==================== tdm_nto1
### src/rtl/tdm_nto1.sv
// N:1 time-domain multiplexer: buffers wide flits in a small FIFO and serialises each one MSB slice first.
// Optional build macro TDM_SKIP_EMPTY_EN ends a word early once all of its remaining slices are empty.
module tdm_nto1 #(
  parameter int WIDTH_IN  = 64,
  parameter int RATIO     = 4,
  localparam int WIDTH_OUT = WIDTH_IN / RATIO,
  parameter int DEPTH     = 2,
  parameter int VALID_POS = WIDTH_OUT - 1,
  localparam int SLOT_W   = (RATIO > 1) ? $clog2(RATIO) : 1
) (
  input  logic                 clk,
  input  logic                 rst_n,
  input  logic [WIDTH_IN-1:0]  i_data_in,
  input  logic                 i_valid_in,
  output logic                 i_ready_out,
  output logic [WIDTH_OUT-1:0] o_data_out,
  output logic                 o_valid_out,
  input  logic                 o_ready_in,
  output logic [SLOT_W-1:0]    o_slot_out,
  output logic                 o_first_out
);

  localparam int REM_W = WIDTH_IN - WIDTH_OUT;
  localparam int PTR_W = (DEPTH > 1) ? $clog2(DEPTH) : 1;
  localparam int CNT_W = $clog2(DEPTH + 1);

  typedef enum logic {
    IDLE,
    BUSY
  } state_t;

  logic [WIDTH_IN-1:0]  mem [DEPTH];
  logic [PTR_W-1:0]     wr_ptr_reg, wr_ptr_next;
  logic [PTR_W-1:0]     rd_ptr_reg, rd_ptr_next;
  logic [CNT_W-1:0]     count_reg, count_next;
  state_t               state_reg;
  logic [REM_W-1:0]     shift_reg;
  logic [WIDTH_OUT-1:0] data_reg;
  logic [SLOT_W-1:0]    slot_reg;
  logic                 valid_reg;
  logic                 first_reg;

  logic                 full;
  logic                 empty;
  logic                 wr_en;
  logic                 pop_en;
  logic                 last_slot;
  logic                 word_done;
  logic [WIDTH_IN-1:0]  head_word;

  assign full      = (count_reg == CNT_W'(DEPTH));
  assign empty     = (count_reg == '0);
  // Readiness comes from occupancy alone; a pop in the same cycle never frees a full buffer early.
  assign i_ready_out = rst_n & ~full;
  assign wr_en     = i_valid_in & i_ready_out;
  assign last_slot = (slot_reg == SLOT_W'(RATIO - 1));
  assign head_word = mem[rd_ptr_reg];

`ifdef TDM_SKIP_EMPTY_EN
  // shift_reg zero-fills from below, so slots past the end of the word read as empty.
  logic [RATIO-2:0] rem_valid;
  for (genvar gi = 0; gi < RATIO - 1; gi++) begin : g_rem_valid
    assign rem_valid[gi] = shift_reg[REM_W - (gi + 1) * WIDTH_OUT + VALID_POS];
  end
  assign word_done = last_slot | ~|rem_valid;
`else
  assign word_done = last_slot;
`endif

  assign pop_en = ~empty & ((state_reg == IDLE) |
                            ((state_reg == BUSY) & o_ready_in & word_done));

  always_comb begin
    wr_ptr_next = wr_ptr_reg;
    rd_ptr_next = rd_ptr_reg;
    count_next  = count_reg;
    if (wr_en) begin
      wr_ptr_next = (wr_ptr_reg == PTR_W'(DEPTH - 1)) ? '0 : wr_ptr_reg + PTR_W'(1);
    end
    if (pop_en) begin
      rd_ptr_next = (rd_ptr_reg == PTR_W'(DEPTH - 1)) ? '0 : rd_ptr_reg + PTR_W'(1);
    end
    case ({wr_en, pop_en})
      2'b10:   count_next = count_reg + CNT_W'(1);
      2'b01:   count_next = count_reg - CNT_W'(1);
      default: count_next = count_reg;
    endcase
  end

  always_ff @(posedge clk) begin
    if (wr_en) begin
      mem[wr_ptr_reg] <= i_data_in;
    end
  end

  always_ff @(posedge clk) begin
    if (!rst_n) begin
      wr_ptr_reg <= '0;
      rd_ptr_reg <= '0;
      count_reg  <= '0;
      state_reg  <= IDLE;
      shift_reg  <= '0;
      data_reg   <= '0;
      slot_reg   <= '0;
      valid_reg  <= 1'b0;
      first_reg  <= 1'b0;
    end else begin
      wr_ptr_reg <= wr_ptr_next;
      rd_ptr_reg <= rd_ptr_next;
      count_reg  <= count_next;
      if (pop_en) begin
        // Loading a new word also covers the last-slot handover, so back-to-back words have no bubble.
        state_reg <= BUSY;
        data_reg  <= head_word[WIDTH_IN-1 -: WIDTH_OUT];
        shift_reg <= head_word[REM_W-1:0];
        slot_reg  <= '0;
        valid_reg <= head_word[REM_W + VALID_POS];
        first_reg <= 1'b1;
      end else if ((state_reg == BUSY) && o_ready_in) begin
        if (word_done) begin
          state_reg <= IDLE;
          slot_reg  <= '0;
          valid_reg <= 1'b0;
          first_reg <= 1'b0;
        end else begin
          data_reg  <= shift_reg[REM_W-1 -: WIDTH_OUT];
          shift_reg <= shift_reg << WIDTH_OUT;
          slot_reg  <= slot_reg + SLOT_W'(1);
          valid_reg <= shift_reg[REM_W - WIDTH_OUT + VALID_POS];
          first_reg <= 1'b0;
        end
      end
    end
  end

  assign o_data_out  = data_reg;
  assign o_valid_out = valid_reg;
  assign o_slot_out  = slot_reg;
  assign o_first_out = first_reg;

endmodule
### config.mk
export PLATFORM = sky130hd
export DESIGN_NAME = tdm_nto1
export DESIGN_NICKNAME = d
export VERILOG_FILES = /design/src/rtl/tdm_nto1.sv
export SDC_FILE = /design/constraint.sdc
export NUM_CORES = 1
export LEC_CHECK = 0
export CELL_PAD_IN_SITES_DETAIL_PLACEMENT = 1
export CELL_PAD_IN_SITES_GLOBAL_PLACEMENT = 1
export CORE_UTILIZATION = 35
export CTS_CLUSTER_DIAMETER = 30
export DETAILED_ROUTE_END_ITERATION = 10
export PLACE_DENSITY_LB_ADDON = 0.1
export SETUP_SLACK_MARGIN = 0.05
export SYNTH_ARGS = -nofsm -noshare
export SYNTH_HDL_FRONTEND = slang
export SYNTH_SLANG_ARGS = --single-unit
### constraint.sdc
create_clock -name clk -period 6.7 [get_ports clk]
set_clock_uncertainty 0.15 [all_clocks]
set_input_delay 2.01 -clock clk [delete_from_list [all_inputs] [get_ports clk]]
set_output_delay 2.01 -clock clk [all_outputs]
set_load 0.03 [all_outputs]
==================== lcd_fifo_wr_arbiter
### src/rtl/lcd_fifo_wr_arbiter.sv
// Write-side controller for the 20-bit LCD pixel FIFO: burst-granular round-robin
// sharing of the FIFO write port between two pixel sources.
module lcd_fifo_wr_arbiter #(
  parameter int unsigned BURST = 16,
  parameter int unsigned CW    = 8
) (
  input  logic        wrclk,
  input  logic        aclr,
  input  logic        s0_req,
  input  logic        s1_req,
  input  logic        s0_valid,
  input  logic        s1_valid,
  input  logic [19:0] s0_data,
  input  logic [19:0] s1_data,
  input  logic        s0_last,
  input  logic        s1_last,
  output logic        s0_ready,
  output logic        s1_ready,
  output logic [1:0]  grant,
  output logic [19:0] fifo_data,
  output logic        fifo_wrreq,
  input  logic        fifo_wrfull,
  input  logic        fifo_almost_full,
  output logic        busy
);

  localparam int unsigned DW = 20;

  typedef enum logic [1:0] {ST_IDLE, ST_BURST, ST_GAP} state_t;

  state_t          state, state_d;
  logic [1:0]      grant_d;
  logic            rr, rr_d;
  logic [CW-1:0]   cnt, cnt_d;
  logic            busy_d;
  logic            acc;
  logic            last_w;
  logic [DW-1:0]   data_w;

  // Ready is combinational so a full flag stops acceptance in the same cycle
  assign s0_ready = (state == ST_BURST) && grant[0] && !fifo_wrfull;
  assign s1_ready = (state == ST_BURST) && grant[1] && !fifo_wrfull;

  assign acc    = (s0_ready && s0_valid) || (s1_ready && s1_valid);
  assign last_w = grant[0] ? s0_last : s1_last;
  assign data_w = grant[0] ? s0_data : s1_data;

  // Next-state, grant, round-robin pointer and burst counter
  always_comb begin
    state_d = state;
    grant_d = grant;
    rr_d    = rr;
    cnt_d   = cnt;
    unique case (state)
      ST_IDLE: begin
        if ((s0_req || s1_req) && !fifo_almost_full) begin
          state_d = ST_BURST;
          cnt_d   = '0;
          if (s0_req && (!s1_req || !rr)) grant_d = 2'b01;
          else                           grant_d = 2'b10;
        end
      end
      ST_BURST: begin
        if (acc) begin
          if ((cnt == CW'(BURST - 1)) || last_w) begin
            state_d = ST_GAP;
            grant_d = 2'b00;
            rr_d    = grant[0];
            cnt_d   = '0;
          end else begin
            cnt_d = cnt + CW'(1);
          end
        end
      end
      ST_GAP:  state_d = ST_IDLE;
      default: begin
        state_d = ST_IDLE;
        grant_d = 2'b00;
      end
    endcase
    busy_d = (state_d != ST_IDLE);
  end

  always_ff @(posedge wrclk or posedge aclr) begin
    if (aclr) begin
      state      <= ST_IDLE;
      grant      <= 2'b00;
      rr         <= 1'b0;
      cnt        <= '0;
      busy       <= 1'b0;
      fifo_wrreq <= 1'b0;
      fifo_data  <= '0;
    end else begin
      state      <= state_d;
      grant      <= grant_d;
      rr         <= rr_d;
      cnt        <= cnt_d;
      busy       <= busy_d;
      fifo_wrreq <= acc;
      if (acc) fifo_data <= data_w;
    end
  end

endmodule

### config.mk
export PLATFORM = sky130hd
export DESIGN_NAME = lcd_fifo_wr_arbiter
export DESIGN_NICKNAME = d
export VERILOG_FILES = /design/src/rtl/lcd_fifo_wr_arbiter.sv
export SDC_FILE = /design/constraint.sdc
export NUM_CORES = 1
export LEC_CHECK = 0
export CAP_MARGIN = 20
export CORE_MARGIN = 2
export CORE_UTILIZATION = 45
export DETAILED_ROUTE_END_ITERATION = 6
export PLACE_DENSITY = 0.85
export SETUP_SLACK_MARGIN = 0.2
export SYNTH_ARGS = -nofsm -noshare
export SYNTH_HDL_FRONTEND = slang
export SYNTH_SLANG_ARGS = --single-unit
### constraint.sdc
create_clock -name wrclk -period 3 [get_ports wrclk]
set_input_delay 0.3 -clock wrclk [delete_from_list [all_inputs] [get_ports wrclk]]
set_output_delay 0.3 -clock wrclk [all_outputs]
set_load 0.05 [all_outputs]
lcd_fifo_wr_arbiter/flops_by_reg.png
Drawn at 4 px/µm.
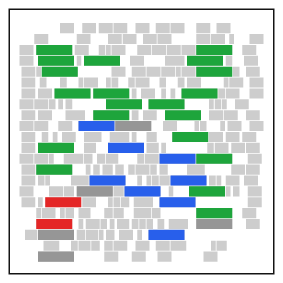
[green] fifo_data | placed flops: 20
[red] grant | placed flops: 2
[blue] cnt | placed flops: 8
not coloured: 5

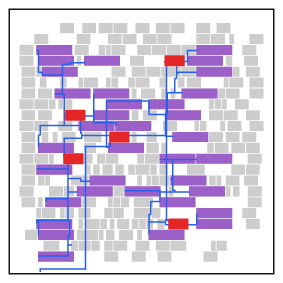
lcd_fifo_wr_arbiter/clk_routes.png
Drawn at 4 px/µm.
[red] clock drivers | count: 5
[blue] clock wires | length: 408 µm
[purple] flip-flops | count: 35
flops lie: spread over the die
Worst Skew: 0.00247 ns
P_clk: 0.316 mW
Clock power frac: 11.6%
Worst-Skew Late Latency: 0.28 ns

==> metrics.yaml, lcd_fifo_wr_arbiter <==
postRouteAntennaNets: 0
cts_setup_buffers: 0
via_per_inst: 5.14
antenna_cells: 0
crit_end: "grant[0]"
grt_pass1_wl_mm: 6.68
synth.distinct_cells: 37
mi_logic_area_um2: 791
routed_wl_mm: 3.92
status: "completed"
wire_per_inst_um: 13.5
taps: 48
lay_top_cells: "clkdlybuf4s50_1, dfrtp_1, nor2_1"
seq_share_pct: 33.9
top_area_cell: "dfrtp_1"
ff_latch_area_um2: 876
cp_max_fo: 21
synth-async-reset-ratio_pct: 100
routed.top_layer: "met4"
dp_slack_ns: 0.899
initial_core_util_pct: 46.9
vias: 1492
core_mm2: 0.00366
syn2layout_area_growth_pct: 50.7
worstMarginPinSlew_ns: 0.541
inv_count: 1
route.met3.wl_um: 247
endpoint_kind: "primary output"
top_area_share_pct: 51.1
vdd_ir_drop_max_mv: 0.555
ff_type: "dfrtp_1"
cts_made_buffers: 5
[lcd_fifo_wr_arbiter: registers in the layout (all words and copies together), names as in the netlist]
| register | count |
|---|---|
| cnt | 8 |
| rr | 1 |
| state | 2 |
| grant | 2 |
| fifo_data | 20 |
| busy | 1 |
| fifo_wrreq | 1 |
[lcd_fifo_wr_arbiter: kinds of logic (layout without fill, tap and decap cells)]
kind of cell	Yosys count	after routing	share of synthesized area (%)
adders and majority gates	1	1	0.729
DFF	35	35	51.1
buffers and inverters	10	87	2.99
AOI/OAI and AO/OA	42	42	16.7
and+or+nand+nor	55	55	15.5
muxes	22	22	13.0
[lcd_fifo_wr_arbiter: stage by stage]
| step | hold WS (ns) | area, µm² | power (mW) |
|---|---|---|---|
| finish | 0.406 | 2580 | 2.71 |
| CTS | 0.419 | 2580 | 2.74 |
| detailed placement | 0.514 | 2500 | 2.42 |
| global route | 0.473 | 2580 | 2.89 |
| floorplan | 0.454 | 1720 | 1.91 |
| global placement | 0.501 | 2500 | 2.38 |
[lcd_fifo_wr_arbiter: report_power, final]
part | switching [mW] | internal, mW
clock | 0.153 | 0.163
combinational | 1.00 | 0.594
sequential | 0.137 | 0.666
total | 1.29 | 1.42
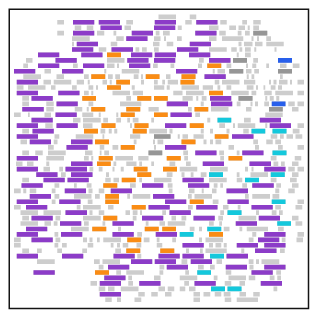
tdm_nto1/flops_by_reg.png
Drawn at 2 px/µm.
[blue] o_slot_out | placed flops: 2
[cyan] o_data_out | placed flops: 16
[purple] mem | placed flops: 128 | where: spread over the die
[orange] shift_reg | placed flops: 48
not coloured: 8
Final Util: 48.8%
register area: 0.00533 mm²
Seq power: 1.75 mW
sequential cell area share: 51.7%

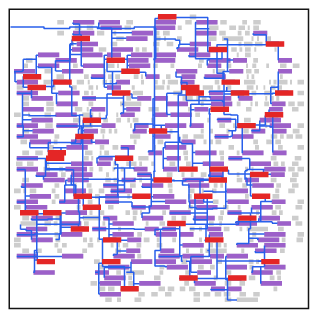
tdm_nto1/clk_routes.png
Drawn at 2 px/µm.
[purple] flip-flops | count: 202
[blue] clock wires | length: 3090 µm
[red] clock drivers | count: 47
routed clock nets: 48
Clock power frac: 44.7%
P_clk: 2.28 mW
Worst-Skew Late Latency: 0.52 ns

==> metrics.yaml, tdm_nto1 <==
status: "completed"
largest_cell_class: "sequential cells"
top_area_cell: "edfxtp_1"
final_common_cell: "edfxtp_1"
min_path_cells: 2
rsz0062_at_grt: "no"
maxCapViolCount: 0
nFillCells: 2089
worstMarginPinSlew_ns: 1.04
cts_resized: 0
dieArea_mm2: 0.0222
antenna_found_initial: 0
taps: 275
globalRouteTotalUtil_pct: 17.0
finalNonFillerCells: 948
intPower_mw: 3.56
fp.dieH_um: 149
drc: 0
ys_sh_mux_pct: 2.78
seq_power_share_pct: 34.2
crit_end: "i_ready_out"
grt_pass1_wl_mm: 28.8
ys_seq_share_pct: 70.5
cts_root_buffer: "clkbuf_16"
r2r_end: "mem[1][7]$_DFFE_PP_"
xor_share_pct: 0.464
lay_top_cells: "edfxtp_1, clkdlybuf4s50_1, dfxtp_1"
switching_share_pct: 30.4
grt_max_degree: 67
timing.fmax_ghz: 0.177
powerDensity_mw_per_mm2: 496
die_w_um: 149
ff_type: "edfxtp_1"
hold_viol: 0
gp_congestion: 0.724
edf_count: 128
cp-start-kind: "primary input"
timing.hold.worst.start: "o_first_out$_SDFFE_PN0P_"
syn_avg_cell_area_um2: 14.4
vias: 4789
largest_reg_flops: 128
grt_pass1_vias: 5184
dp_slack_ns: 1.05
min_period_ns: 5.66
n_all_buffers: 96
io_buffers: 88
slew_headroom_pct: 30.5
==> tdm_nto1: routing by layer <==
metal | GRT usage, % | routed length (µm) | up-vias
met5 | 0 | 0 | -
met4 | 6.07 | 355 | 0
met3 | 3.76 | 754 | 38
met2 | 28.0 | 8680 | 112
met1 | 22.1 | 8360 | 2375
li1 | - | - | 2264
==> tdm_nto1: worst reg2reg max path, cell delays in order (launching register included) <==
cell	delay, ns
dfxtp_1	0.44
o211ai_1	0.30
nor2_4	0.88
buf_4	0.47
==> tdm_nto1: Yosys cell counts, types with 3 or more instances <==
| library cell | count |
|---|---|
| nor2b_1 | 48 |
| buf_2 | 12 |
| a211oi_1 | 47 |
| clkbuf_1 | 18 |
| xnor2_1 | 3 |
| mux2_2 | 16 |
| nand2_1 | 3 |
| dfxtp_1 | 74 |
| o21ai_0 | 48 |
| edfxtp_1 | 128 |
| o2bb2ai_2 | 10 |
| o2bb2ai_1 | 37 |
| a21oi_1 | 4 |
| mux2i_1 | 3 |
| nor2_1 | 27 |
| inv_1 | 3 |
| a22oi_1 | 16 |


==> notes/layouts.md <==
Pictures saved along the way, in no particular order.

Placement by cell class.
panel A
Drawn at 2 px/µm.
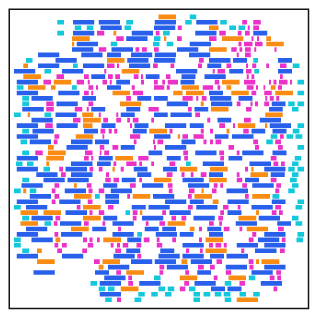
panel B
Drawn at 4 px/µm.
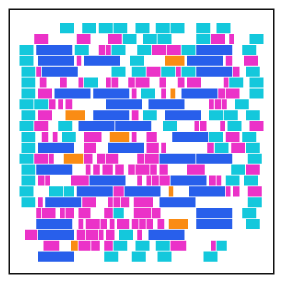
tdm_nto1 -> panel A
lcd_fifo_wr_arbiter -> panel B
The one with the most cells is panel A.
The one with the highest utilization is panel B.

Key to panel B:
[magenta] combinational and other logic | cells: 121 | share of their area: 31%
[blue] sequential cells | cells: 35 | share of their area: 35%
[cyan] remaining buffers and delay cells | cells: 78 | share of their area: 31%
[orange] clock drivers and dummy loads | cells: 8 | share of their area: 3.2%

Power is estimated from default activity; no workload was simulated.
